######## block 1 ########
==> block_1/met1.png <==
Drawn at 2 px/um. Supply wires on this layer in gray.
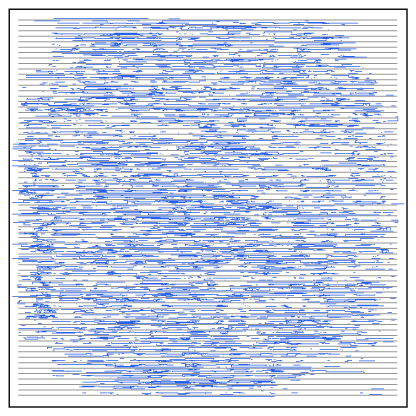
===== config.mk =====
export PLATFORM = sky130hd
export DESIGN_NAME = uart_word_rx
export DESIGN_NICKNAME = d
export VERILOG_FILES = /design/src/rtl/uart_word_rx.sv
export SDC_FILE = /design/constraint.sdc
export NUM_CORES = 1
export LEC_CHECK = 0
export CAP_MARGIN = 20
export CORE_MARGIN = 4
export CORE_UTILIZATION = 60
export DETAILED_ROUTE_END_ITERATION = 16
export GPL_TIMING_DRIVEN = 0
export PLACE_DENSITY_LB_ADDON = 0.15
export RECOVER_POWER = 50
export SYNTH_ARGS = -nofsm -noshare
export SYNTH_HDL_FRONTEND = slang
export SYNTH_SLANG_ARGS = --single-unit

===== constraint.sdc =====
create_clock -name clk -period 5 [get_ports clk]
set_input_delay 0.75 -clock clk [delete_from_list [all_inputs] [get_ports clk]]
set_output_delay 0.75 -clock clk [all_outputs]
set_load 0.05 [all_outputs]

===== src/rtl/uart_word_rx.sv =====
// uart_word_rx
// Packs bytes from a UART receiver into 32-bit little-endian words and buffers
// them in a first-word-fall-through FIFO.
//
// Ports:
//   clk         single clock, rising edge
//   i_rst_n     asynchronous active-low reset
//   i_data/i_en received byte and its one-cycle strobe
//   o_data      head-of-FIFO word (valid while o_valid=1)
//   o_valid     FIFO not empty
//   i_ready     consumer accepts the head word when o_valid && i_ready
//   o_count     words currently held, 0..DEPTH
//   o_overflow  sticky: a completed word was dropped because the FIFO was full
//   o_drop      one-cycle pulse: a partial word was discarded after idling
//
// Handshake: a word transfers on a rising edge where o_valid=1 and i_ready=1;
// o_data is stable while o_valid=1 and i_ready=0.
module uart_word_rx #(
  parameter int DEPTH   = 16,
  parameter int TIMEOUT = 4000
) (
  input  logic                     clk,
  input  logic                     i_rst_n,
  input  logic [7:0]               i_data,
  input  logic                     i_en,
  output logic [31:0]              o_data,
  output logic                     o_valid,
  input  logic                     i_ready,
  output logic [$clog2(DEPTH):0]   o_count,
  output logic                     o_overflow,
  output logic                     o_drop
);

  localparam int PW = $clog2(DEPTH);
  localparam int CW = PW + 1;
  // Keep the idle counter at least one bit wide even when the timeout is off.
  localparam int TW = (TIMEOUT > 0) ? $clog2(TIMEOUT + 1) : 1;
  // The drop fires on the edge where the counter would step onto TIMEOUT.
  localparam logic [TW-1:0] T_LAST = TW'((TIMEOUT > 0) ? TIMEOUT - 1 : 0);

  logic [1:0]    idx_q, idx_d;
  logic [23:0]   part_q, part_d;
  logic [TW-1:0] timer_q, timer_d;
  logic [PW-1:0] wr_ptr_q, wr_ptr_d;
  logic [PW-1:0] rd_ptr_q, rd_ptr_d;
  logic [CW-1:0] count_q, count_d;
  logic          overflow_q, overflow_d;
  logic          drop_q, drop_d;

  logic [31:0]   mem [DEPTH];

  logic          word_done;
  logic          pop;
  logic          push;
  logic          full;

  assign o_valid    = (count_q != '0);
  assign full       = (count_q == CW'(DEPTH));
  assign pop        = o_valid && i_ready;
  assign word_done  = i_en && (idx_q == 2'd3);
  // A simultaneous pop frees the slot the new word needs, even when full.
  assign push       = word_done && (!full || pop);

  assign o_data     = mem[rd_ptr_q];
  assign o_count    = count_q;
  assign o_overflow = overflow_q;
  assign o_drop     = drop_q;

  always_comb begin
    idx_d      = idx_q;
    part_d     = part_q;
    timer_d    = timer_q;
    drop_d     = 1'b0;
    overflow_d = overflow_q;
    wr_ptr_d   = wr_ptr_q;
    rd_ptr_d   = rd_ptr_q;
    count_d    = count_q;

    // Byte assembly; an arriving byte always wins over the idle timeout.
    if (i_en) begin
      timer_d = '0;
      idx_d   = idx_q + 2'd1;  // 3 wraps back to 0 as the word completes
      case (idx_q)
        2'd0:    part_d[7:0]   = i_data;
        2'd1:    part_d[15:8]  = i_data;
        2'd2:    part_d[23:16] = i_data;
        default: ;
      endcase
    end else if ((idx_q != 2'd0) && (TIMEOUT != 0)) begin
      if (timer_q == T_LAST) begin
        idx_d   = 2'd0;
        timer_d = '0;
        drop_d  = 1'b1;
      end else begin
        timer_d = timer_q + TW'(1);
      end
    end

    if (pop) begin
      rd_ptr_d = rd_ptr_q + PW'(1);
    end
    if (push) begin
      wr_ptr_d = wr_ptr_q + PW'(1);
    end
    if (word_done && !push) begin
      overflow_d = 1'b1;
    end

    case ({push, pop})
      2'b10:   count_d = count_q + CW'(1);
      2'b01:   count_d = count_q - CW'(1);
      default: ;
    endcase
  end

  always_ff @(posedge clk or negedge i_rst_n) begin
    if (!i_rst_n) begin
      idx_q      <= 2'd0;
      part_q     <= '0;
      timer_q    <= '0;
      wr_ptr_q   <= '0;
      rd_ptr_q   <= '0;
      count_q    <= '0;
      overflow_q <= 1'b0;
      drop_q     <= 1'b0;
    end else begin
      idx_q      <= idx_d;
      part_q     <= part_d;
      timer_q    <= timer_d;
      wr_ptr_q   <= wr_ptr_d;
      rd_ptr_q   <= rd_ptr_d;
      count_q    <= count_d;
      overflow_q <= overflow_d;
      drop_q     <= drop_d;
    end
  end

  // Word storage is deliberately not reset; only the pointers and count are.
  always_ff @(posedge clk) begin
    if (push) begin
      mem[wr_ptr_q] <= {i_data, part_q};
    end
  end

endmodule


==> qor.txt <==
Status -> finished with violations
Violated checks -> max-capacitance violations, max-slew violations
Flop Count -> 565
Diodes inserted -> 0
Final Wtd Congestion -> 0.799
DR WL met3 -> 3390 um
Reg with most FFs -> mem
Antenna violations before repair -> 0
Worst reg2reg endpoint -> mem[1][8]$_DFFE_PP_
Vias/cell -> 6.33
# Max-Cap Violations -> 2
TritonCTS clock tree -> built
Fin. max-slew vios -> 56
Tapcell Cnt -> 461
Post-synth ARST share -> 9.38%
Max reg flops -> 512
ClkCell Share -> 7.03%
CTS Buffer Depth -> 3
## Picture notes: block_1/met1.png
main direction = horizontal
share of all routed wire = 41%
via count: 10500
M1 GR Usage: 36.5%
Total Wirelength: 45500 um

-- kinds of logic (layout without fill, tap and decap cells) --
group	Yosys count	count (layout)	share of synthesized area, %
flops	565	565	77.0
mux	156	156	14.8
simple gates	114	114	2.50
compound gates	89	89	3.10
buf+inv	59	239	1.12
xor+xnor	16	16	0.646
fa+ha+maj	14	14	0.842
-- worst max-delay path, delay by kind of cell (launching register included) --
family | cells | cell delay, ps
flops | 1 | 450
buf+inv | 3 | 1960
compound gates | 1 | 220
simple gates | 1 | 130
mux | 1 | 430
-- placed cells by master (no fill, tap or decap), drive strengths merged, types with 5 or more instances in the layout --
master | Yosys | routed
edfxtp | 512 | 512
mux4 | 128 | 128
clkbuf | 29 | 108
a22oi | 64 | 64
dfrtp | 53 | 53
nand2 | 51 | 51
buf | 21 | 47
clkdlybuf4s50 | 0 | 41
mux2 | 27 | 27
nor2 | 23 | 23
clkinv | 0 | 19
ha | 13 | 13
xnor2 | 12 | 12
inv | 9 | 10
dlygate4sd3 | 0 | 9
nor3 | 8 | 8
nand4 | 7 | 7
o21ai | 7 | 7
nand2b | 5 | 5
a21oi | 5 | 5

######## block 2 ########
==> block_2/met3.png <==
Drawn at 2 px/um.
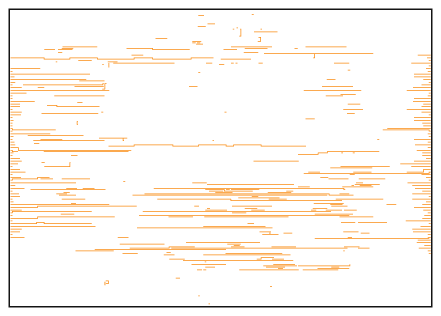
<file path="src/rtl/dca_matrix_row_loader_pkg.sv">
// Shared DCA matrix dimension helpers and loader/drainer FSM encodings.
package dca_matrix_row_loader_pkg;

  // FSM encodings, shared so the loader and drainer decode states identically
  typedef enum logic [1:0] {
    ST_IDLE  = 2'd0,
    ST_FILL  = 2'd1,
    ST_WRITE = 2'd2,
    ST_DONE  = 2'd3
  } dca_ld_state_t;

  // Row/column index width; a 1x1 matrix still needs a 1-bit index
  function automatic int unsigned dca_index_width(input int unsigned n);
    return (n > 1) ? $clog2(n) : 1;
  endfunction

  // Width of one packed matrix row
  function automatic int unsigned dca_row_width(input int unsigned n, input int unsigned bw);
    return n * bw;
  endfunction

endpackage

</file>
<file path="src/rtl/dca_matrix_row_loader.sv">
// Packs a row-major scalar stream into N-element rows and writes each row
// into the matrix register with a one-cycle strobe; pulses done after row N-1.
module dca_matrix_row_loader
  import dca_matrix_row_loader_pkg::*;
#(
  parameter int unsigned MATRIX_SIZE_PARA = 8,
  parameter int unsigned BW_TENSOR_SCALAR = 32,
  localparam int unsigned BW_TENSOR_ROW   = dca_row_width(MATRIX_SIZE_PARA, BW_TENSOR_SCALAR),
  localparam int unsigned BW_INDEX        = dca_index_width(MATRIX_SIZE_PARA)
) (
  input  logic                        clk,
  input  logic                        rstpp,
  input  logic                        start,
  input  logic                        abort,
  input  logic                        scalar_valid,
  output logic                        scalar_ready,
  input  logic [BW_TENSOR_SCALAR-1:0] scalar_data,
  output logic                        move_wenable,
  output logic [BW_TENSOR_ROW-1:0]    move_wdata_list,
  output logic [BW_INDEX-1:0]         move_row_index,
  output logic                        busy,
  output logic                        done
);

  localparam logic [BW_INDEX-1:0] LAST_IDX = BW_INDEX'(MATRIX_SIZE_PARA - 1);

  dca_ld_state_t            state;
  logic [BW_INDEX-1:0]      col;
  logic [BW_INDEX-1:0]      row;
  logic [BW_TENSOR_ROW-1:0] row_q;

  logic handshake;
  logic last_col;
  logic last_row;

  assign handshake = scalar_valid & scalar_ready;
  assign last_col  = (col == LAST_IDX);
  assign last_row  = (row == LAST_IDX);

  // Row register and row counter feed the write port directly; both are flops
  assign move_wdata_list = row_q;
  assign move_row_index  = row;

  // Loader FSM with counters, packer and registered outputs
  always_ff @(posedge clk or posedge rstpp) begin
    if (rstpp) begin
      state        <= ST_IDLE;
      col          <= '0;
      row          <= '0;
      row_q        <= '0;
      scalar_ready <= 1'b0;
      move_wenable <= 1'b0;
      busy         <= 1'b0;
      done         <= 1'b0;
    end else begin
      move_wenable <= 1'b0;
      done         <= 1'b0;
      if (abort) begin
        // Cancel wins over everything, including an element handshaking now
        state        <= ST_IDLE;
        col          <= '0;
        row          <= '0;
        scalar_ready <= 1'b0;
        busy         <= 1'b0;
      end else begin
        unique case (state)
          ST_IDLE: begin
            if (start) begin
              state        <= ST_FILL;
              col          <= '0;
              row          <= '0;
              row_q        <= '0;
              scalar_ready <= 1'b1;
              busy         <= 1'b1;
            end
          end
          ST_FILL: begin
            if (handshake) begin
              row_q[BW_TENSOR_SCALAR*int'(col) +: BW_TENSOR_SCALAR] <= scalar_data;
              if (last_col) begin
                col          <= '0;
                state        <= ST_WRITE;
                scalar_ready <= 1'b0;
                move_wenable <= 1'b1;
              end else begin
                col <= col + BW_INDEX'(1);
              end
            end
          end
          ST_WRITE: begin
            if (last_row) begin
              state <= ST_DONE;
              done  <= 1'b1;
            end else begin
              row          <= row + BW_INDEX'(1);
              state        <= ST_FILL;
              scalar_ready <= 1'b1;
            end
          end
          ST_DONE: begin
            state <= ST_IDLE;
            busy  <= 1'b0;
          end
          default: begin
            state        <= ST_IDLE;
            scalar_ready <= 1'b0;
            busy         <= 1'b0;
          end
        endcase
      end
    end
  end

endmodule
</file>
<file path="config.mk">
export PLATFORM = sky130hd
export DESIGN_NAME = dca_matrix_row_loader
export DESIGN_NICKNAME = d
export VERILOG_FILES = /design/src/rtl/dca_matrix_row_loader_pkg.sv /design/src/rtl/dca_matrix_row_loader.sv
export SDC_FILE = /design/constraint.sdc
export NUM_CORES = 1
export LEC_CHECK = 0
export ABC_AREA = 1
export CAP_MARGIN = 40
export CORE_ASPECT_RATIO = 0.7
export CORE_UTILIZATION = 40
export DETAILED_ROUTE_END_ITERATION = 10
export PLACE_DENSITY = 0.75
export SLEW_MARGIN = 40
export SYNTH_ARGS = -nofsm -noshare
export SYNTH_HDL_FRONTEND = slang
export SYNTH_SLANG_ARGS = --single-unit
</file>
<file path="constraint.sdc">
create_clock -name clk -period 9.8 [get_ports clk]
set_clock_uncertainty 0.2 [all_clocks]
set_input_delay 1.96 -clock clk [delete_from_list [all_inputs] [get_ports clk]]
set_output_delay 1.96 -clock clk [all_outputs]
set_load 0.02 [all_outputs]
</file>
==> qor.txt <==
Detailed Route Iter0 Violations -> 1013
Power per cell area -> 217 nW/um2
Fmax achieved -> 0.213 GHz
Seq share, synth -> 55.1%
Met3 Use GR -> 7.88%
Final period util -> 47.9%
Synth Instances -> 1530
DR WL met3 -> 4240 um
Final Wtd Congestion -> 0.910
Comb/total area -> 29.3%
Number of synthesized register bits -> 268
Pin count of the biggest net entering global routing -> 166
Post-Place Cell Area -> 15300 um2
Fin. max-slew vios -> 0
Post-CTS sizing -> 0
Worst setup path end -> move_wdata_list[210]$_DFFE_PP0P_
Status -> finished clean
Final core occ -> 54.7%
Yosys cell types -> 28
Tightest Pin Transition -> 765 ps
Peak VDD IR -> 0.135 mV
Invs w/o clock -> 55
## Picture notes: block_2/met3.png
share of all routed wire = 9.9%
main direction = horizontal
wire length on this layer = 4240 um

## cell families after synthesis
kind of cell | count (synthesis) | synth area share (%)
AND-OR/OR-AND | 100 | 4.24
adder cells (fa/ha/maj) | 13 | 1.34
buffers and inverters | 150 | 5.66
flip-flops | 268 | 55.1
AND/OR/NAND/NOR | 999 | 33.7
## sequential cells by signal, indices dropped and copies added (netlist names)
register         cells
move_wdata_list    256
col                  3
move_row_index       3
state                2
busy                 1
done                 1
move_wenable         1
scalar_ready         1
## layout by cell type (no fill, tap or decap), drive strengths merged
cell type,instances
nand4,45
clkinvlp,2
clkdlybuf4s50,299
nand3,142
ha,13
nor3,5
inv,54
nand2,631
clkbuf,35
nor2,176
o211ai,1
a2bb2oi,1
o21ai,94
o21a,1
buf,13
clkinv,6
dfrtp,268
bufinv,6
a21oi,3
## power groups by stage
stage / registers, mW / logic [mW] / clock network, mW
2_1_floorplan: 1.26 / 0.760 / 0
3_5_place_dp: 1.21 / 1.16 / 0
3_3_place_gp: 1.21 / 1.13 / 0
4_1_cts: 1.19 / 1.16 / 1.20
5_1_grt: 1.20 / 1.28 / 1.25
6_report: 1.19 / 1.18 / 1.19

######## block 3 ########
<file path="src/rtl/powerup_scheduler.sv">
// rtl/powerup_scheduler.sv - power-pack spawn/lifetime sequencer with per-player effect timers
module powerup_scheduler #(
  parameter int          COOLDOWN_FRAMES = 120,
  parameter int          LIFETIME_FRAMES = 600,
  parameter int          EFFECT_FRAMES   = 300,
  parameter int          X_MIN           = 64,
  parameter int          X_SPAN          = 896,
  parameter int          Y_MIN           = 48,
  parameter int          Y_SPAN          = 672,
  parameter logic [15:0] LFSR_SEED       = 16'hACE1
) (
  input  logic        clk,
  input  logic        reset,
  input  logic        frame_tick,
  input  logic        enable,
  input  logic        eaten_p1,
  input  logic        eaten_p2,
  output logic        spawn,
  output logic        eaten,
  output logic [10:0] randx,
  output logic [9:0]  randy,
  output logic [1:0]  mode,
  output logic        pack_live,
  output logic        fx_p1_active,
  output logic        fx_p2_active,
  output logic [1:0]  fx_p1_mode,
  output logic [1:0]  fx_p2_mode
);

  typedef enum logic [1:0] {S_IDLE, S_SPAWN, S_LIVE, S_GRANT} state_t;

  state_t      state, state_nxt;
  logic [15:0] cnt, cnt_nxt;
  logic [15:0] lfsr;
  logic [15:0] fx_p1_timer, fx_p2_timer;
  logic        prio_p2;
  logic        win_p2;
  logic        tick;
  logic        start_spawn, start_grant, expire, go_live, finish_grant;
  logic [10:0] raw_x, x_off, x_pos;
  logic [9:0]  raw_y, y_off, y_pos;
  logic [1:0]  mode_pos;

  assign tick = frame_tick & enable;

  always_ff @(posedge clk or negedge reset) begin
    if (!reset) lfsr <= LFSR_SEED;
    else        lfsr <= {lfsr[14:0], lfsr[15] ^ lfsr[13] ^ lfsr[12] ^ lfsr[10]};
  end

  // Spans are at least half the raw range, so one conditional subtract folds it in.
  always_comb begin
    raw_x    = {1'b0, lfsr[9:0]};
    x_off    = (raw_x >= 11'(X_SPAN)) ? raw_x - 11'(X_SPAN) : raw_x;
    x_pos    = 11'(X_MIN) + x_off;
    raw_y    = {1'b0, lfsr[15:7]};
    y_off    = (raw_y >= 10'(Y_SPAN)) ? raw_y - 10'(Y_SPAN) : raw_y;
    y_pos    = 10'(Y_MIN) + y_off;
    mode_pos = (lfsr[1:0] == 2'b10) ? 2'b01 : lfsr[1:0];
  end

  // cnt counts elapsed ticks from state entry, so its reset value of 0 is the IDLE entry value.
  always_comb begin
    state_nxt    = state;
    cnt_nxt      = cnt;
    start_spawn  = 1'b0;
    start_grant  = 1'b0;
    expire       = 1'b0;
    go_live      = 1'b0;
    finish_grant = 1'b0;
    if (enable) begin
      case (state)
        S_IDLE: begin
          if (frame_tick) begin
            if (cnt == 16'(COOLDOWN_FRAMES - 1)) begin
              state_nxt   = S_SPAWN;
              cnt_nxt     = '0;
              start_spawn = 1'b1;
            end else begin
              cnt_nxt = cnt + 16'd1;
            end
          end
        end
        S_SPAWN: begin
          state_nxt = S_LIVE;
          cnt_nxt   = '0;
          go_live   = 1'b1;
        end
        S_LIVE: begin
          if (eaten_p1 || eaten_p2) begin
            state_nxt   = S_GRANT;
            cnt_nxt     = '0;
            start_grant = 1'b1;
          end else if (frame_tick) begin
            if (cnt == 16'(LIFETIME_FRAMES - 1)) begin
              state_nxt = S_IDLE;
              cnt_nxt   = '0;
              expire    = 1'b1;
            end else begin
              cnt_nxt = cnt + 16'd1;
            end
          end
        end
        S_GRANT: begin
          state_nxt    = S_IDLE;
          cnt_nxt      = '0;
          finish_grant = 1'b1;
        end
        default: begin
          state_nxt = S_IDLE;
          cnt_nxt   = '0;
        end
      endcase
    end
  end

  always_ff @(posedge clk or negedge reset) begin
    if (!reset) begin
      state     <= S_IDLE;
      cnt       <= '0;
      spawn     <= 1'b0;
      eaten     <= 1'b0;
      pack_live <= 1'b0;
      randx     <= '0;
      randy     <= '0;
      mode      <= '0;
      prio_p2   <= 1'b0;
      win_p2    <= 1'b0;
    end else begin
      state <= state_nxt;
      cnt   <= cnt_nxt;
      spawn <= start_spawn;
      eaten <= start_grant | expire;
      // Position is captured on entry to SPAWN so it is stable for the whole spawn pulse.
      if (start_spawn) begin
        randx <= x_pos;
        randy <= y_pos;
        mode  <= mode_pos;
      end
      if (go_live)                   pack_live <= 1'b1;
      else if (start_grant | expire) pack_live <= 1'b0;
      if (start_grant) begin
        win_p2 <= eaten_p2 & (~eaten_p1 | prio_p2);
        if (eaten_p1 && eaten_p2) prio_p2 <= ~prio_p2;
      end
    end
  end

  always_ff @(posedge clk or negedge reset) begin
    if (!reset) begin
      fx_p1_active <= 1'b0;
      fx_p1_mode   <= '0;
      fx_p1_timer  <= '0;
    end else if (finish_grant && !win_p2) begin
      fx_p1_active <= 1'b1;
      fx_p1_mode   <= mode;
      fx_p1_timer  <= 16'(EFFECT_FRAMES - 1);
    end else if (fx_p1_active && tick) begin
      if (fx_p1_timer == '0) begin
        fx_p1_active <= 1'b0;
        fx_p1_mode   <= '0;
      end else begin
        fx_p1_timer <= fx_p1_timer - 16'd1;
      end
    end
  end

  always_ff @(posedge clk or negedge reset) begin
    if (!reset) begin
      fx_p2_active <= 1'b0;
      fx_p2_mode   <= '0;
      fx_p2_timer  <= '0;
    end else if (finish_grant && win_p2) begin
      fx_p2_active <= 1'b1;
      fx_p2_mode   <= mode;
      fx_p2_timer  <= 16'(EFFECT_FRAMES - 1);
    end else if (fx_p2_active && tick) begin
      if (fx_p2_timer == '0) begin
        fx_p2_active <= 1'b0;
        fx_p2_mode   <= '0;
      end else begin
        fx_p2_timer <= fx_p2_timer - 16'd1;
      end
    end
  end

endmodule

</file>
<file path="config.mk">
export PLATFORM = sky130hd
export DESIGN_NAME = powerup_scheduler
export DESIGN_NICKNAME = d
export VERILOG_FILES = /design/src/rtl/powerup_scheduler.sv
export SDC_FILE = /design/constraint.sdc
export NUM_CORES = 1
export LEC_CHECK = 0
export ABC_AREA = 1
export CAP_MARGIN = 10
export CELL_PAD_IN_SITES_DETAIL_PLACEMENT = 1
export CELL_PAD_IN_SITES_GLOBAL_PLACEMENT = 2
export CORE_MARGIN = 4
export CORE_UTILIZATION = 38
export DETAILED_ROUTE_END_ITERATION = 10
export GPL_ROUTABILITY_DRIVEN = 0
export PLACE_DENSITY_LB_ADDON = 0.3
export SLEW_MARGIN = 30
export SYNTH_ARGS = -nofsm -noshare
export SYNTH_HDL_FRONTEND = slang
export SYNTH_SLANG_ARGS = --single-unit
</file>
<file path="constraint.sdc">
create_clock -name clk -period 2.9 [get_ports clk]
set_input_delay 0.58 -clock clk [delete_from_list [all_inputs] [get_ports clk]]
set_output_delay 0.58 -clock clk [all_outputs]
set_load 0.02 [all_outputs]
</file>
==> qor.txt <==
Status -> finished clean
Final period util -> 70.8%
Synthesized area -> 5300 um2
# fillers -> 1634
CTS Hold Bufs -> 0
Dominant logic cell types in the final layout -> nand2_1, dfrtp_1, nor2_1, inv_1, nand3_1
Post-CTS setup buffer count -> 0
Root buf cell -> clkbuf_16
Final WS setup -> 846 ps
Synth Instances -> 642
Peak VDD IR -> 0.330 mV
Pin count of the biggest net entering global routing -> 47
Grt total ovfl -> 0
Drt wl/cell -> 16.5 um
Sequential Area -> 2510 um2
Io pins -> 38
Clock Power -> 1.26 mW
Post-synth ARST share -> 100%
sequential cells by signal (all words and copies together), names as in the netlist:
signal / cells
state: 2
fx_p1_active: 1
fx_p1_mode: 2
lfsr: 16
pack_live: 1
win_p2: 1
randy: 10
randx: 11
fx_p2_mode: 2
prio_p2: 1
fx_p1_timer: 16
eaten: 1
mode: 2
spawn: 1
cnt: 16
fx_p2_timer: 16
fx_p2_active: 1
synth_stat cells (9+ instances only):
cell,number,area (um2)
nor2_1,74,278
o31ai_1,12,90.1
o21ai_0,25,125
xor2_1,17,149
ha_1,9,113
nor3_1,13,65.1
inv_1,64,240
dfrtp_1,92,2300
o21ai_1,24,120
nand4_1,16,100
nand3_1,40,200
nand2_1,157,589
stage by stage:
stage | hold WS [ps] | area (um2) | total power [mW] | utilization, % | cells
detailed placement | 361 | 5820 | 3.76 | 43.2 | 845
global route | 295 | 6130 | 5.35 | 45.6 | 861
finish | 251 | 6130 | 4.99 | 45.6 | 861
floorplan | 284 | 5300 | 3.21 | - | 642
CTS | 268 | 6130 | 5.05 | 45.6 | 861
global placement | 360 | 5820 | 3.69 | 43.2 | 845
==> block_3/met2.png <==
Drawn at 2 px/um. Cells faint in the background.
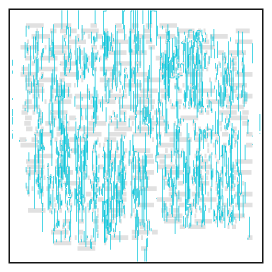
wire length on this layer = 7120 um
nets with wire on the layer = 599
longest straight run = 55.4 um
via count: 4426
Total Wirelength: 14200 um
M2 GR Usage: 33.3%

==> block_3/final_placement.png <==
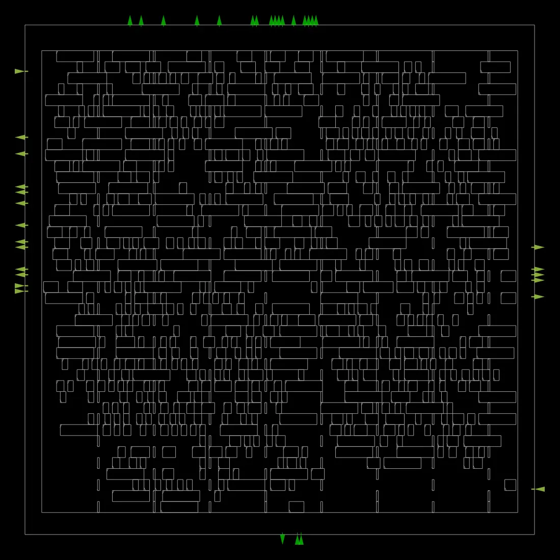
core footprint: 13500 um2
final core occ: 45.6%
row cnt: 42


######## block 4 ########
==> src/rtl/game_pkg.sv <==
// Shared types and screen constants for the two-player game: bullet slot
// layout, owner encoding, scheduler states and a pixel-span helper.
package game_pkg;

    localparam int H_ACTIVE = 640;
    localparam int V_ACTIVE = 480;

    typedef enum logic {
        OWNER_P1 = 1'b0,
        OWNER_P2 = 1'b1
    } owner_e;

    typedef struct packed {
        logic       active;
        owner_e     owner;
        logic [9:0] x;
        logic [9:0] y;
    } bullet_slot_t;

    typedef enum logic [1:0] {
        ST_IDLE,
        ST_MOVE,
        ST_SPAWN,
        ST_COOL
    } sched_state_e;

    // True when p lies in [lo, lo+len-1]; 11-bit math so lo near 1023 cannot wrap.
    function automatic logic in_span(input logic [9:0] lo, input int len, input logic [9:0] p);
        return ({1'b0, p} >= {1'b0, lo}) && ({1'b0, p} <= ({1'b0, lo} + 11'(len - 1)));
    endfunction

endpackage

==> src/rtl/shoot_request.sv <==
// Per-player shoot request: edge detector, pending flag and cooldown counter.
// With BULLET_AUTOFIRE_EN defined, a held shoot input re-arms pending once cooldown is 0.
module shoot_request #(
    parameter int COOLDOWN_FRAMES = 8
) (
    input  logic clk_i,
    input  logic reset_i,
    input  logic shoot_i,
    input  logic grant_i,
    input  logic frame_dec_i,
    output logic pending_o,
    output logic ready_o
);

    localparam int CW = $clog2(COOLDOWN_FRAMES + 1);

    logic          shoot_prev_q, shoot_prev_d;
    logic          pending_q, pending_d;
    logic [CW-1:0] cool_q, cool_d;

    always_comb begin
        shoot_prev_d = shoot_i;
        pending_d    = pending_q;
        cool_d       = cool_q;
        if (grant_i) begin
            cool_d = CW'(COOLDOWN_FRAMES);
        end else if (frame_dec_i && (cool_q != '0)) begin
            cool_d = cool_q - CW'(1);
        end
        // A grant wins over a coincident edge; an edge while pending is absorbed.
        if (grant_i) begin
            pending_d = 1'b0;
        end else if (shoot_i && !shoot_prev_q) begin
            pending_d = 1'b1;
`ifdef BULLET_AUTOFIRE_EN
        end else if (shoot_i && (cool_q == '0)) begin
            pending_d = 1'b1;
`endif
        end
    end

    always_ff @(posedge clk_i) begin
        if (reset_i) begin
            shoot_prev_q <= 1'b0;
            pending_q    <= 1'b0;
            cool_q       <= '0;
        end else begin
            shoot_prev_q <= shoot_prev_d;
            pending_q    <= pending_d;
            cool_q       <= cool_d;
        end
    end

    assign pending_o = pending_q;
    assign ready_o   = (cool_q == '0);

endmodule

==> src/rtl/bullet_scheduler.sv <==
// Shared bullet slot pool: per-frame move/spawn/cooldown sequencer plus a
// one-cycle pixel hit query. BULLET_AUTOFIRE_EN enables held-button autofire.
module bullet_scheduler
    import game_pkg::*;
#(
    parameter int NUM_SLOTS       = 4,
    parameter int MAX_PER_PLAYER  = 2,
    parameter int SPEED           = 4,
    parameter int COOLDOWN_FRAMES = 8,
    parameter int BULLET_W        = 4,
    parameter int BULLET_H        = 2
) (
    input  logic       clk_i,
    input  logic       reset_i,
    input  logic       frame_tick_i,
    input  logic       player_1_shoot_i,
    input  logic       player_2_shoot_i,
    input  logic [9:0] player_1_x_i,
    input  logic [9:0] player_1_y_i,
    input  logic [9:0] player_2_x_i,
    input  logic [9:0] player_2_y_i,
    input  logic [9:0] query_hpos_i,
    input  logic [9:0] query_vpos_i,
    output logic       bullet_pixel_o,
    output logic       bullet_owner_o,
    output logic [1:0] player_1_count_o,
    output logic [1:0] player_2_count_o,
    output logic       busy_o
);

    localparam int IW   = (NUM_SLOTS > 1) ? $clog2(NUM_SLOTS) : 1;
    localparam int CNTW = $clog2(NUM_SLOTS + 1);
    localparam logic [CNTW-1:0] MAX_C = CNTW'(MAX_PER_PLAYER);

    sched_state_e                 state_q, state_d;
    logic [IW-1:0]                idx_q, idx_d;
    logic                         rr_q, rr_d;
    bullet_slot_t [NUM_SLOTS-1:0] slots_q, slots_d;
    logic [1:0]                   cnt1_q, cnt1_d, cnt2_q, cnt2_d;
    logic                         pixel_q, pixel_d, owner_q, owner_d;

    logic [1:0]      pend, ready, grant, elig;
    logic            frame_dec;
    logic            free_any;
    logic [IW-1:0]   free_idx;
    logic [CNTW-1:0] c1, c2;
    bullet_slot_t    cur_slot;
    logic [11:0]     move_x;
    logic            move_out;
    logic [NUM_SLOTS-1:0] hit;

    shoot_request #(.COOLDOWN_FRAMES(COOLDOWN_FRAMES)) u_req [1:0] (
        .clk_i       (clk_i),
        .reset_i     (reset_i),
        .shoot_i     ({player_2_shoot_i, player_1_shoot_i}),
        .grant_i     (grant),
        .frame_dec_i (frame_dec),
        .pending_o   (pend),
        .ready_o     (ready)
    );

    // Lowest free slot and live per-owner occupancy of the current slot registers.
    always_comb begin
        free_any = 1'b0;
        free_idx = '0;
        c1       = '0;
        c2       = '0;
        for (int i = NUM_SLOTS - 1; i >= 0; i--) begin
            if (!slots_q[i].active) begin
                free_any = 1'b1;
                free_idx = IW'(i);
            end
        end
        for (int i = 0; i < NUM_SLOTS; i++) begin
            if (slots_q[i].active) begin
                if (slots_q[i].owner == OWNER_P2) c2 = c2 + CNTW'(1);
                else                              c1 = c1 + CNTW'(1);
            end
        end
    end

    assign elig[0] = pend[0] && ready[0] && (c1 < MAX_C) && free_any;
    assign elig[1] = pend[1] && ready[1] && (c2 < MAX_C) && free_any;

    // Two's complement step; bit 11 set means the bullet went left of column 0.
    assign cur_slot = slots_q[idx_q];
    assign move_x   = (cur_slot.owner == OWNER_P2) ? ({2'b00, cur_slot.x} - 12'(SPEED))
                                                   : ({2'b00, cur_slot.x} + 12'(SPEED));
    assign move_out = move_x[11] || (move_x > 12'(H_ACTIVE - 1));

    always_comb begin
        state_d   = state_q;
        idx_d     = idx_q;
        rr_d      = rr_q;
        slots_d   = slots_q;
        grant     = 2'b00;
        frame_dec = 1'b0;
        case (state_q)
            ST_IDLE: begin
                if (frame_tick_i) begin
                    state_d = ST_MOVE;
                    idx_d   = '0;
                end
            end
            ST_MOVE: begin
                if (cur_slot.active) begin
                    if (move_out) slots_d[idx_q]   = '0;
                    else          slots_d[idx_q].x = move_x[9:0];
                end
                if (idx_q == IW'(NUM_SLOTS - 1)) begin
                    state_d = ST_SPAWN;
                    idx_d   = '0;
                end else begin
                    idx_d = idx_q + IW'(1);
                end
            end
            ST_SPAWN: begin
                // rr_q = 0 favours player 1 when both are eligible.
                if (elig[0] && (!elig[1] || !rr_q)) grant = 2'b01;
                else if (elig[1])                   grant = 2'b10;
                if (grant != 2'b00) begin
                    slots_d[free_idx].active = 1'b1;
                    slots_d[free_idx].owner  = grant[1] ? OWNER_P2 : OWNER_P1;
                    slots_d[free_idx].x      = grant[1] ? player_2_x_i : player_1_x_i;
                    slots_d[free_idx].y      = grant[1] ? player_2_y_i : player_1_y_i;
                    rr_d                     = grant[0];
                end
                if (idx_q == '0) begin
                    idx_d = IW'(1);
                end else begin
                    state_d = ST_COOL;
                    idx_d   = '0;
                end
            end
            ST_COOL: begin
                frame_dec = 1'b1;
                state_d   = ST_IDLE;
            end
            default: state_d = ST_IDLE;
        endcase
    end

    for (genvar g = 0; g < NUM_SLOTS; g++) begin : g_hit
        assign hit[g] = slots_q[g].active
                     && in_span(slots_q[g].x, BULLET_W, query_hpos_i)
                     && in_span(slots_q[g].y, BULLET_H, query_vpos_i);
    end

    always_comb begin
        pixel_d = |hit;
        owner_d = 1'b0;
        for (int i = NUM_SLOTS - 1; i >= 0; i--) begin
            if (hit[i]) owner_d = (slots_q[i].owner == OWNER_P2);
        end
        cnt1_d = 2'(c1);
        cnt2_d = 2'(c2);
    end

    always_ff @(posedge clk_i) begin
        if (reset_i) begin
            state_q <= ST_IDLE;
            idx_q   <= '0;
            rr_q    <= 1'b0;
            slots_q <= '0;
            cnt1_q  <= '0;
            cnt2_q  <= '0;
            pixel_q <= 1'b0;
            owner_q <= 1'b0;
        end else begin
            state_q <= state_d;
            idx_q   <= idx_d;
            rr_q    <= rr_d;
            slots_q <= slots_d;
            cnt1_q  <= cnt1_d;
            cnt2_q  <= cnt2_d;
            pixel_q <= pixel_d;
            owner_q <= owner_d;
        end
    end

    assign bullet_pixel_o   = pixel_q;
    assign bullet_owner_o   = owner_q;
    assign player_1_count_o = cnt1_q;
    assign player_2_count_o = cnt2_q;
    assign busy_o           = (state_q != ST_IDLE);

endmodule
==> config.mk <==
export PLATFORM = sky130hd
export DESIGN_NAME = bullet_scheduler
export DESIGN_NICKNAME = d
export VERILOG_FILES = /design/src/rtl/game_pkg.sv /design/src/rtl/shoot_request.sv /design/src/rtl/bullet_scheduler.sv
export SDC_FILE = /design/constraint.sdc
export NUM_CORES = 1
export LEC_CHECK = 0
export ABC_AREA = 1
export CAP_MARGIN = 5
export CORE_ASPECT_RATIO = 1.75
export CORE_MARGIN = 2
export CORE_UTILIZATION = 44
export DETAILED_ROUTE_END_ITERATION = 10
export SLEW_MARGIN = 20
export SYNTH_ARGS = -nofsm -noshare
export SYNTH_HDL_FRONTEND = slang
export SYNTH_SLANG_ARGS = --single-unit
==> constraint.sdc <==
create_clock -name clk_i -period 7 [get_ports clk_i]
set_input_delay 1.4 -clock clk_i [delete_from_list [all_inputs] [get_ports clk_i]]
set_output_delay 1.4 -clock clk_i [all_outputs]
set_load 0.03 [all_outputs]
==> block_4/met1.png <==
Drawn at 2 px/um. Supply wires on this layer in gray.
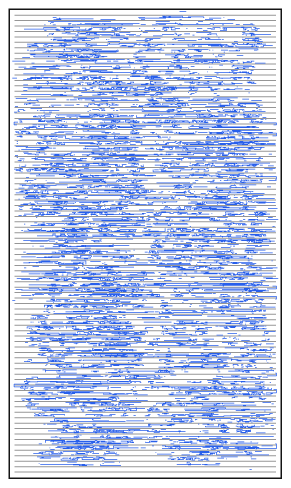
wire length on this layer = 18200 um
nets with wire on the layer = 2241
longest straight run = 52.4 um
share of all routed wire = 35%
via count: 14300
M1 GR Usage: 32.7%

==> block_4/met2.png <==
Drawn at 1.5 px/um. Cells faint in the background.
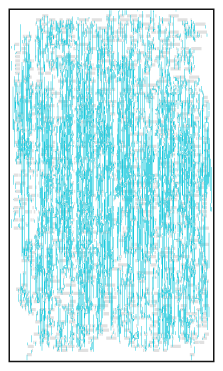
wire length on this layer = 25.8 mm
longest straight run = 78.9 um
main direction = vertical
share of all routed wire = 50%
nets with wire on the layer = 1872
Total Wirelength: 52200 um
M2 GR Usage: 59.8%

==> qor.txt <==
Mean post-synth cell area -> 6.16 um2
Number of synthesized register bits -> 111
Highest metal used -> met4
CP max stage cell -> nand3_4
TritonCTS clock tree -> built
Io pins -> 72
Main flop type -> dfxtp_1
Area leader share -> 17.7%
Cts bufs inserted -> 9
Die area -> 31600 um2
Share of layout cells above drive strength 1 -> 5.79%
Post-synth ARST share -> 0%
Synth logic family -> simple AND/OR/NAND/NOR gates
CP arrival -> 4240 ps
Crit path time final -> 3960 ps
Status -> finished clean
First drt pass iteration count -> 6
Drt wl/cell -> 20.4 um
Warnings from Yosys -> 0
==> block_4/met3.png <==
Drawn at 2 px/um.
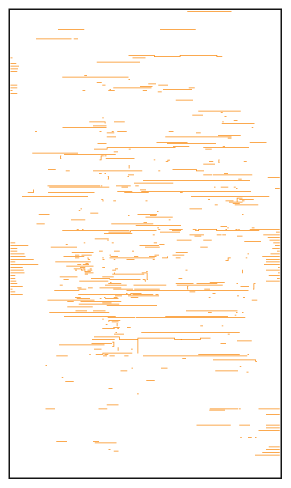
longest straight run = 60.7 um
wire length on this layer = 2960 um
nets with wire on the layer = 240

## synthesized netlist by cell type (5+ instances only)
cell and count:
o21ai_0 46, inv_1 205, o2111ai_1 7, nand2_1 560
nor2_1 372, a21oi_1 105, a211oi_1 6, nand2_2 18
buf_4 10, a21o_1 7, xor2_1 60, clkbuf_1 34
nand2_4 7, or2_2 17, o211ai_1 10, ha_1 188
or2_1 9, buf_2 14, nor3_1 26, nand3_1 231
a21oi_2 30, nand3_2 6, buf_6 19, xnor2_1 5
dfxtp_1 111, nand4_1 19
## where the power goes
group	switching [mW]	internal, mW	total [mW]
sequential	0.258	0.801	1.06
combinational	1.95	0.903	2.85
clock	0.318	0.261	0.579
total	2.53	1.96	4.49
## cell type report
class / count / area, um2 / share of cell area, %
multi-input cells: 1757 / 9770 / 67.9
flip-flops and latches: 111 / 2220 / 15.4
inverters: 210 / 798 / 5.55
repair buffers: 82 / 793 / 5.51
well taps: 387 / 484 / 3.37
clock buffers: 9 / 225 / 1.57
clock inverters: 7 / 88.8 / 0.618
diodes: 1 / 2.50 / 0.0174

######## block 5 ########
`config.mk`:
```
export PLATFORM = sky130hd
export DESIGN_NAME = reg_file
export DESIGN_NICKNAME = d
export VERILOG_FILES = /design/src/rtl/rf_pkg.sv /design/src/rtl/reg_file_rd_port.sv /design/src/rtl/reg_file.sv
export SDC_FILE = /design/constraint.sdc
export NUM_CORES = 2
export LEC_CHECK = 0
export CELL_PAD_IN_SITES_DETAIL_PLACEMENT = 0
export CELL_PAD_IN_SITES_GLOBAL_PLACEMENT = 2
export CORE_MARGIN = 5
export CORE_UTILIZATION = 42
export CTS_CLUSTER_SIZE = 20
export DETAILED_ROUTE_END_ITERATION = 7
export PLACE_DENSITY_LB_ADDON = 0.1
export SLEW_MARGIN = 5
export SYNTH_ARGS = -nofsm -noshare
export SYNTH_HDL_FRONTEND = slang
export SYNTH_SLANG_ARGS = --single-unit
```
`constraint.sdc`:
```
create_clock -name clk -period 34.8 [get_ports clk]
set_input_delay 6.96 -clock clk [delete_from_list [all_inputs] [get_ports clk]]
set_output_delay 6.96 -clock clk [all_outputs]
set_load 0.05 [all_outputs]
```
`src/rtl/rf_pkg.sv`:
```
// Shared constants and types for the RV32I integer register file.
package rf_pkg;

    localparam int unsigned DATA_W  = 32;
    localparam int unsigned REG_NUM = 32;
    localparam int unsigned ADDR_W  = 5;

    typedef logic [ADDR_W-1:0] reg_idx_t;
    typedef logic [DATA_W-1:0] reg_data_t;

endpackage

```
`src/rtl/reg_file_rd_port.sv`:
```
// Combinational read port: x0 zeroing plus optional write-to-read forwarding.
// Forwarding is compiled in when RF_BYPASS_EN is defined.
module reg_file_rd_port
    import rf_pkg::*;
(
    input  reg_data_t regs [REG_NUM],
    input  reg_idx_t  reg_s,
    input  logic      write_e,
    input  reg_idx_t  rd,
    input  reg_data_t write_d,
    output reg_data_t reg_d
);

`ifdef RF_BYPASS_EN
    logic fwd;

    // rd=0 is never forwarded, so x0 reads stay zero even while being written.
    assign fwd = write_e && (rd != '0) && (rd == reg_s);

    always_comb begin
        reg_d = '0;
        if (fwd) begin
            reg_d = write_d;
        end else if (reg_s != '0) begin
            reg_d = regs[reg_s];
        end
    end
`else
    logic unused_bypass;

    assign unused_bypass = ^{write_e, rd, write_d};

    always_comb begin
        reg_d = '0;
        if (reg_s != '0) begin
            reg_d = regs[reg_s];
        end
    end
`endif

endmodule

```
`src/rtl/reg_file.sv`:
```
// 32x32 RV32I register file: two combinational read ports, one synchronous write port.
// Optional same-cycle write forwarding is enabled by defining RF_BYPASS_EN.
module reg_file
    import rf_pkg::*;
(
    input  logic      clk,
    input  logic      rst,
    input  reg_idx_t  reg_s1,
    input  reg_idx_t  reg_s2,
    input  reg_idx_t  rd,
    input  logic      write_e,
    input  reg_data_t write_d,
    output reg_data_t reg_d1,
    output reg_data_t reg_d2
);

    reg_data_t regs_q [REG_NUM];

    // Entry 0 is only ever cleared; the read ports also mask it.
    always_ff @(posedge clk or posedge rst) begin
        if (rst) begin
            for (int i = 0; i < int'(REG_NUM); i++) begin
                regs_q[i] <= '0;
            end
        end else if (write_e && (rd != '0)) begin
            regs_q[rd] <= write_d;
        end
    end

    reg_file_rd_port u_rd_port1 (
        .regs    (regs_q),
        .reg_s   (reg_s1),
        .write_e (write_e),
        .rd      (rd),
        .write_d (write_d),
        .reg_d   (reg_d1)
    );

    reg_file_rd_port u_rd_port2 (
        .regs    (regs_q),
        .reg_s   (reg_s2),
        .write_e (write_e),
        .rd      (rd),
        .write_d (write_d),
        .reg_d   (reg_d2)
    );

endmodule

```
==> block_5/met1.png <==
Drawn at 1 px/um. Supply wires on this layer in gray.
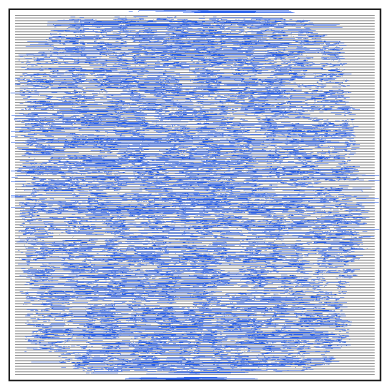
nets with wire on the layer = 3314
longest straight run = 141 um
share of all routed wire = 43%
wire length on this layer = 84.5 mm
Total Wirelength: 196000 um
M1 GR Usage: 40.4%
via count: 34800

==> block_5/met2.png <==
Drawn at 1 px/um. Cells faint in the background.
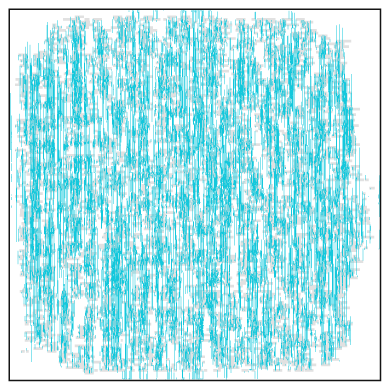
wire length on this layer = 90.3 mm
main direction = vertical
M2 GR Usage: 44.6%

==> qor.txt <==
Status -> finished clean
Yosys cell types -> 36
Vias in the first global route -> 36900
CP endpoint kind -> output pin
Overall global routing resource usage -> 28.5%
Crit path time final -> 18360 ps
Tightest Pin Transition -> 1400 ps
Setup tns final -> 0 ps
Pin count of the biggest net entering global routing -> 171
CP Max Fanout -> 61
Io pins -> 114
Fin. max-slew vios -> 0
Gr busiest metal -> met2
Clock Skews -> 0 ps
Comb/total area -> 44.5%
## cell usage after synthesis
master and n:
dfrtp_1 1024, mux2_2 1004, mux4_2 448, clkbuf_1 214
mux2i_1 192, buf_2 100, a22oi_1 64, o21ai_0 54
a221oi_1 48, nand2_1 48, buf_4 46, buf_1 45
nor2b_1 37, a211oi_1 32, a221o_1 32, a311oi_1 32
a31oi_1 32, o21ai_1 26, mux2_1 20, nor2_1 20
o2111ai_1 16, buf_6 12, buf_12 6, nand3b_1 4
nor2_2 4, nor3b_1 4, inv_1 3, and2_1 2
and3b_1 2, nand3_1 2, or2_2 2, and3_1 1
nand2b_1 1, nor3_1 1, or3b_2 1, or4_1 1
## worst max-delay path, cell delays in order
cell,delay [ps]
buf_8,390
buf_4,780
buf_4,850
mux2i_1,200
a221oi_1,330
o21ai_0,150
a311oi_1,690
clkdlybuf4s50_1,950
## metrics by stage
step           cells  area, um2  setup slack [ps]  power, mW  hold slack [ps]
3_3_place_gp    5098      56600             16400       2.32              376
2_1_floorplan   3580      54400             13730       2.14              441
6_report        5311      60600             16440       3.61              394
4_1_cts         5308      60600             16370       3.64              398
5_1_grt         5308      60600             16180       3.76              409
3_5_place_dp    5098      56600             16380       2.36              384

######## block 6 ########
--- src/rtl/dac_sample_feeder.sv ---
// dac_sample_feeder: FIFO-buffered, rate-paced sample feeder for the AD5660 serializer.
// Define DAC_FEEDER_HOLD_EN to repeat the last popped word on underrun instead of midscale.
module dac_sample_feeder #(
  parameter int IN_BITS  = 18,
  parameter int OUT_BITS = 16,
  parameter int DEPTH    = 4,
  parameter int fCLK     = 50_000_000,
  parameter int fSAMPLE  = 48_000,
  parameter int MIN_GAP  = 100
) (
  input  logic                         clk,
  input  logic                         reset,
  input  logic signed [IN_BITS-1:0]    s_data,
  input  logic                         s_valid,
  output logic                         s_ready,
  output logic [OUT_BITS-1:0]          dac_in,
  output logic                         dac_go,
  output logic                         underrun,
  output logic [$clog2(DEPTH+1)-1:0]   level
);
  localparam int DIV = fCLK / fSAMPLE;
  localparam int AW  = $clog2(DEPTH);
  localparam int LW  = $clog2(DEPTH + 1);
  localparam int CW  = $clog2(DIV);
  localparam logic [OUT_BITS-1:0] MID = {1'b1, {(OUT_BITS-1){1'b0}}};
  localparam logic signed [IN_BITS-1:0] MAXV = IN_BITS'(2**(OUT_BITS-1) - 1);
  localparam logic signed [IN_BITS-1:0] MINV = IN_BITS'(-(2**(OUT_BITS-1)));

  if (DIV < MIN_GAP) begin : g_gap_check
    $error("dac_sample_feeder: fCLK/fSAMPLE below MIN_GAP");
  end

  typedef enum logic {IDLE, RUN} state_t;

  state_t                r_state, w_next;
  logic [OUT_BITS-1:0]   r_mem [DEPTH];
  logic [AW-1:0]         r_wp, r_rp;
  logic [LW-1:0]         r_level;
  logic [CW-1:0]         r_cnt;
  logic [1:0]            r_ucnt;
  logic                  w_push, w_tick, w_pop, w_under;
  logic [OUT_BITS-1:0]   w_conv, w_fallback;

  assign s_ready = !reset && (r_level < LW'(DEPTH));
  assign level   = r_level;
  assign w_push  = s_valid && s_ready;
  // Saturate to the DAC range; flipping the MSB turns two's complement into offset binary.
  assign w_conv  = (s_data > MAXV) ? '1 : (s_data < MINV) ? '0 :
                   {~s_data[OUT_BITS-1], s_data[OUT_BITS-2:0]};

`ifdef DAC_FEEDER_HOLD_EN
  logic [OUT_BITS-1:0] r_last;
  // Remember the last real sample so an underrun repeats it.
  always_ff @(posedge clk) begin
    if (reset) r_last <= MID;
    else if (w_pop) r_last <= r_mem[r_rp];
  end
  assign w_fallback = r_last;
`else
  assign w_fallback = MID;
`endif

  // State register.
  always_ff @(posedge clk) begin
    if (reset) r_state <= IDLE;
    else r_state <= w_next;
  end

  // Start once primed to half depth; fall back to IDLE on the fourth consecutive underrun.
  always_comb begin
    w_next = (r_state == IDLE) ? ((r_level >= LW'(DEPTH/2)) ? RUN : IDLE) :
             (w_under && r_ucnt == 2'd3) ? IDLE : RUN;
  end

  // Tick decode and pop/underrun decisions.
  always_comb begin
    w_tick  = (r_state == RUN) && (r_cnt == CW'(DIV - 1));
    w_pop   = w_tick && (r_level != '0);
    w_under = w_tick && (r_level == '0);
  end

  // Sample-rate divider (parked at 0 outside RUN) and consecutive-underrun count (wraps to 0 on the 4th).
  always_ff @(posedge clk) begin
    if (reset) begin
      r_cnt  <= '0;
      r_ucnt <= '0;
    end else begin
      r_cnt  <= (r_state == RUN && w_next == RUN && !w_tick) ? r_cnt + 1'b1 : '0;
      r_ucnt <= w_pop ? 2'd0 : w_under ? r_ucnt + 1'b1 : r_ucnt;
    end
  end

  // FIFO storage holds already-converted words.
  always_ff @(posedge clk) begin
    if (w_push) r_mem[r_wp] <= w_conv;
  end

  // FIFO pointers and occupancy; push and pop in one cycle cancel in the level.
  always_ff @(posedge clk) begin
    if (reset) begin
      r_wp    <= '0;
      r_rp    <= '0;
      r_level <= '0;
    end else begin
      r_wp    <= w_push ? r_wp + 1'b1 : r_wp;
      r_rp    <= w_pop ? r_rp + 1'b1 : r_rp;
      r_level <= r_level + LW'(w_push) - LW'(w_pop);
    end
  end

  // Registered serializer outputs; dac_in holds between strobes.
  always_ff @(posedge clk) begin
    if (reset) begin
      dac_in   <= MID;
      dac_go   <= 1'b0;
      underrun <= 1'b0;
    end else begin
      dac_go   <= w_tick;
      underrun <= w_under;
      dac_in   <= w_pop ? r_mem[r_rp] : w_under ? w_fallback : dac_in;
    end
  end
endmodule

--- config.mk ---
export PLATFORM = sky130hd
export DESIGN_NAME = dac_sample_feeder
export DESIGN_NICKNAME = d
export VERILOG_FILES = /design/src/rtl/dac_sample_feeder.sv
export SDC_FILE = /design/constraint.sdc
export NUM_CORES = 1
export LEC_CHECK = 0
export CORE_ASPECT_RATIO = 0.9
export CORE_MARGIN = 5
export CORE_UTILIZATION = 50
export CTS_CLUSTER_DIAMETER = 30
export DETAILED_ROUTE_END_ITERATION = 10
export GPL_TIMING_DRIVEN = 0
export PLACE_DENSITY = 0.7
export SLEW_MARGIN = 20
export SYNTH_ARGS = -nofsm -noshare
export SYNTH_HDL_FRONTEND = slang
export SYNTH_SLANG_ARGS = --single-unit
--- constraint.sdc ---
create_clock -name clk -period 6.35 [get_ports clk]
set_clock_uncertainty 0.2 [all_clocks]
set_input_delay 1.905 -clock clk [delete_from_list [all_inputs] [get_ports clk]]
set_output_delay 1.905 -clock clk [all_outputs]
set_load 0.01 [all_outputs]
==> block_6/met1.png <==
Drawn at 3 px/um. Supply wires on this layer in gray.
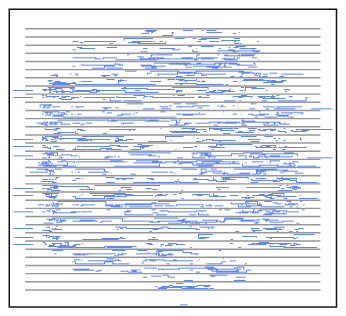
main direction = horizontal
nets with wire on the layer = 402
longest straight run = 37.7 um
share of all routed wire = 45%
wire length on this layer = 3520 um
via count: 2730
Total Wirelength: 7790 um
M1 GR Usage: 20.5%

==> qor.txt <==
CP Cell Sequence -> clkdlybuf4s50_1 > clkbuf_1 > nor2_1 > clkdlybuf4s50_1
Status -> finished clean
Ys cells -> 351
Vias in the first global route -> 2758
First drt pass iteration count -> 5
Worst Hold Path EP -> r_ucnt[1]$_SDFFE_PP0P_
Comb area -> 1510 um2
Tapcell Cnt -> 119
Hold Path Stages -> 2
Mean post-synth cell area -> 12.5 um2
Switching pwr -> 0.300 mW
Reg-to-reg startpoint -> r_cnt[5]$_SDFF_PP0_
Aoi/oai-family share of the synthesized area -> 5.55%
Overall global routing resource usage -> 15.8%
Synth logic family -> simple AND/OR/NAND/NOR gates
CTS sink cnt -> 105
Vias/cell -> 5.18
Hold_ws -> 275 ps
Flop2flop setup slack -> 3670 ps
Syn nets -> 383
Post-place setup slack -> 811 ps
Comb/total area -> 29.4%
Hold Path Origin -> r_ucnt[1]$_SDFFE_PP0P_
CLK BUF -> 9
Number of synthesized register bits -> 105
Commonest Layout Cell -> nor2_1
Hold crit path type -> flop to flop
Crit path time final -> 5540 ps
==> block_6/met2.png <==
Drawn at 2 px/um. Cells faint in the background.
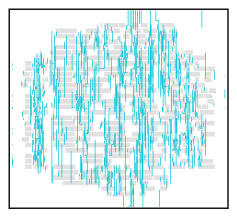
share of all routed wire = 50%
nets with wire on the layer = 352

-- cell usage after synthesis, drive strengths merged --
library cell	instances
nor2	82
edfxtp	64
dfxtp	41
nand2	23
a21oi	17
mux4	16
a22oi	15
inv	12
ha	10
xnor2	10
clkbuf	9
buf	8
nor3	7
nand3	6
and3	4
nor4	4
nor2b	3
xor2	3
nand2b	2
or3	2
and2	1
fa	1
nand4	1
nand4bb	1
nor3b	1
nor4b	1
nor4bb	1
o21ai	1
o21bai	1
o31ai	1
or3b	1
or4	1
or4b	1
-- worst max-delay path, delay by kind of cell --
kind	cells	cell delay [ps]
buffers and inverters	3	1230
AND/OR/NAND/NOR	1	290
-- state kept, by name (all words and copies together), names as in the netlist, named ones only --
register and cells:
dac_in 16, r_ucnt 2, level 3, r_state 1, underrun 1, r_rp 2, r_wp 2, dac_go 1
r_cnt 11, r_mem 64
-- power groups by stage --
stage / Sequential, mW / Clock (mW) / Combinational [mW]
after floorplan: 0.766 / 0 / 0.0575
after global placement: 0.767 / 0 / 0.0916
after detailed placement: 0.768 / 0 / 0.0943
after CTS: 0.752 / 0.402 / 0.0953
after global routing: 0.754 / 0.428 / 0.106
final: 0.752 / 0.393 / 0.0943


## Gallery

M4 wires.
picture 1
Drawn at 2 px/um. Supply wires on this layer in gray.
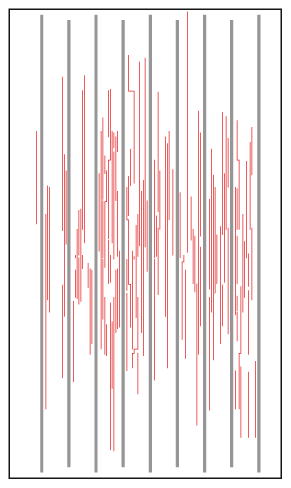
picture 2
Drawn at 3 px/um. Supply wires on this layer in gray.
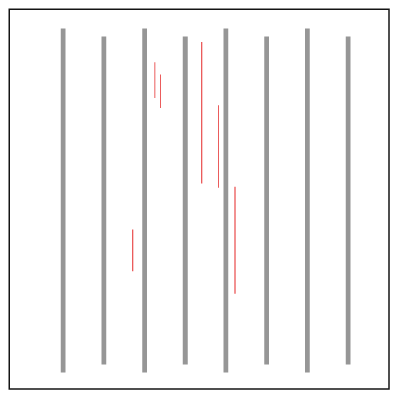
picture 3
Drawn at 2 px/um. Supply wires on this layer in gray.
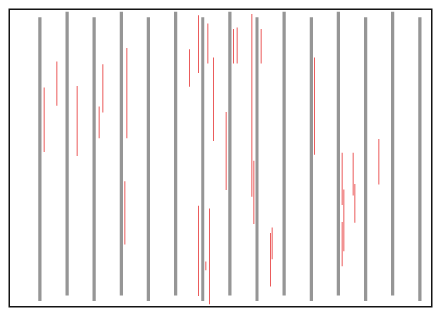
picture 4
Drawn at 1 px/um. Supply wires on this layer in gray.
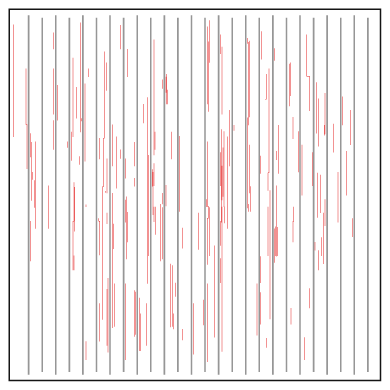
picture 5
Drawn at 2 px/um. Supply wires on this layer in gray.
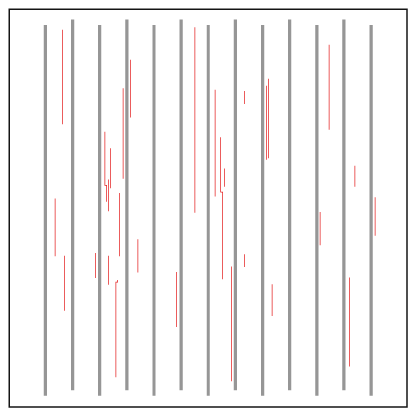
block 3: picture 2
block 1: picture 5
block 4: picture 1
block 5: picture 4
block 2: picture 3
Of these, smallest die: picture 2

No activity file was given, so power comes from the tool's default toggle rates.
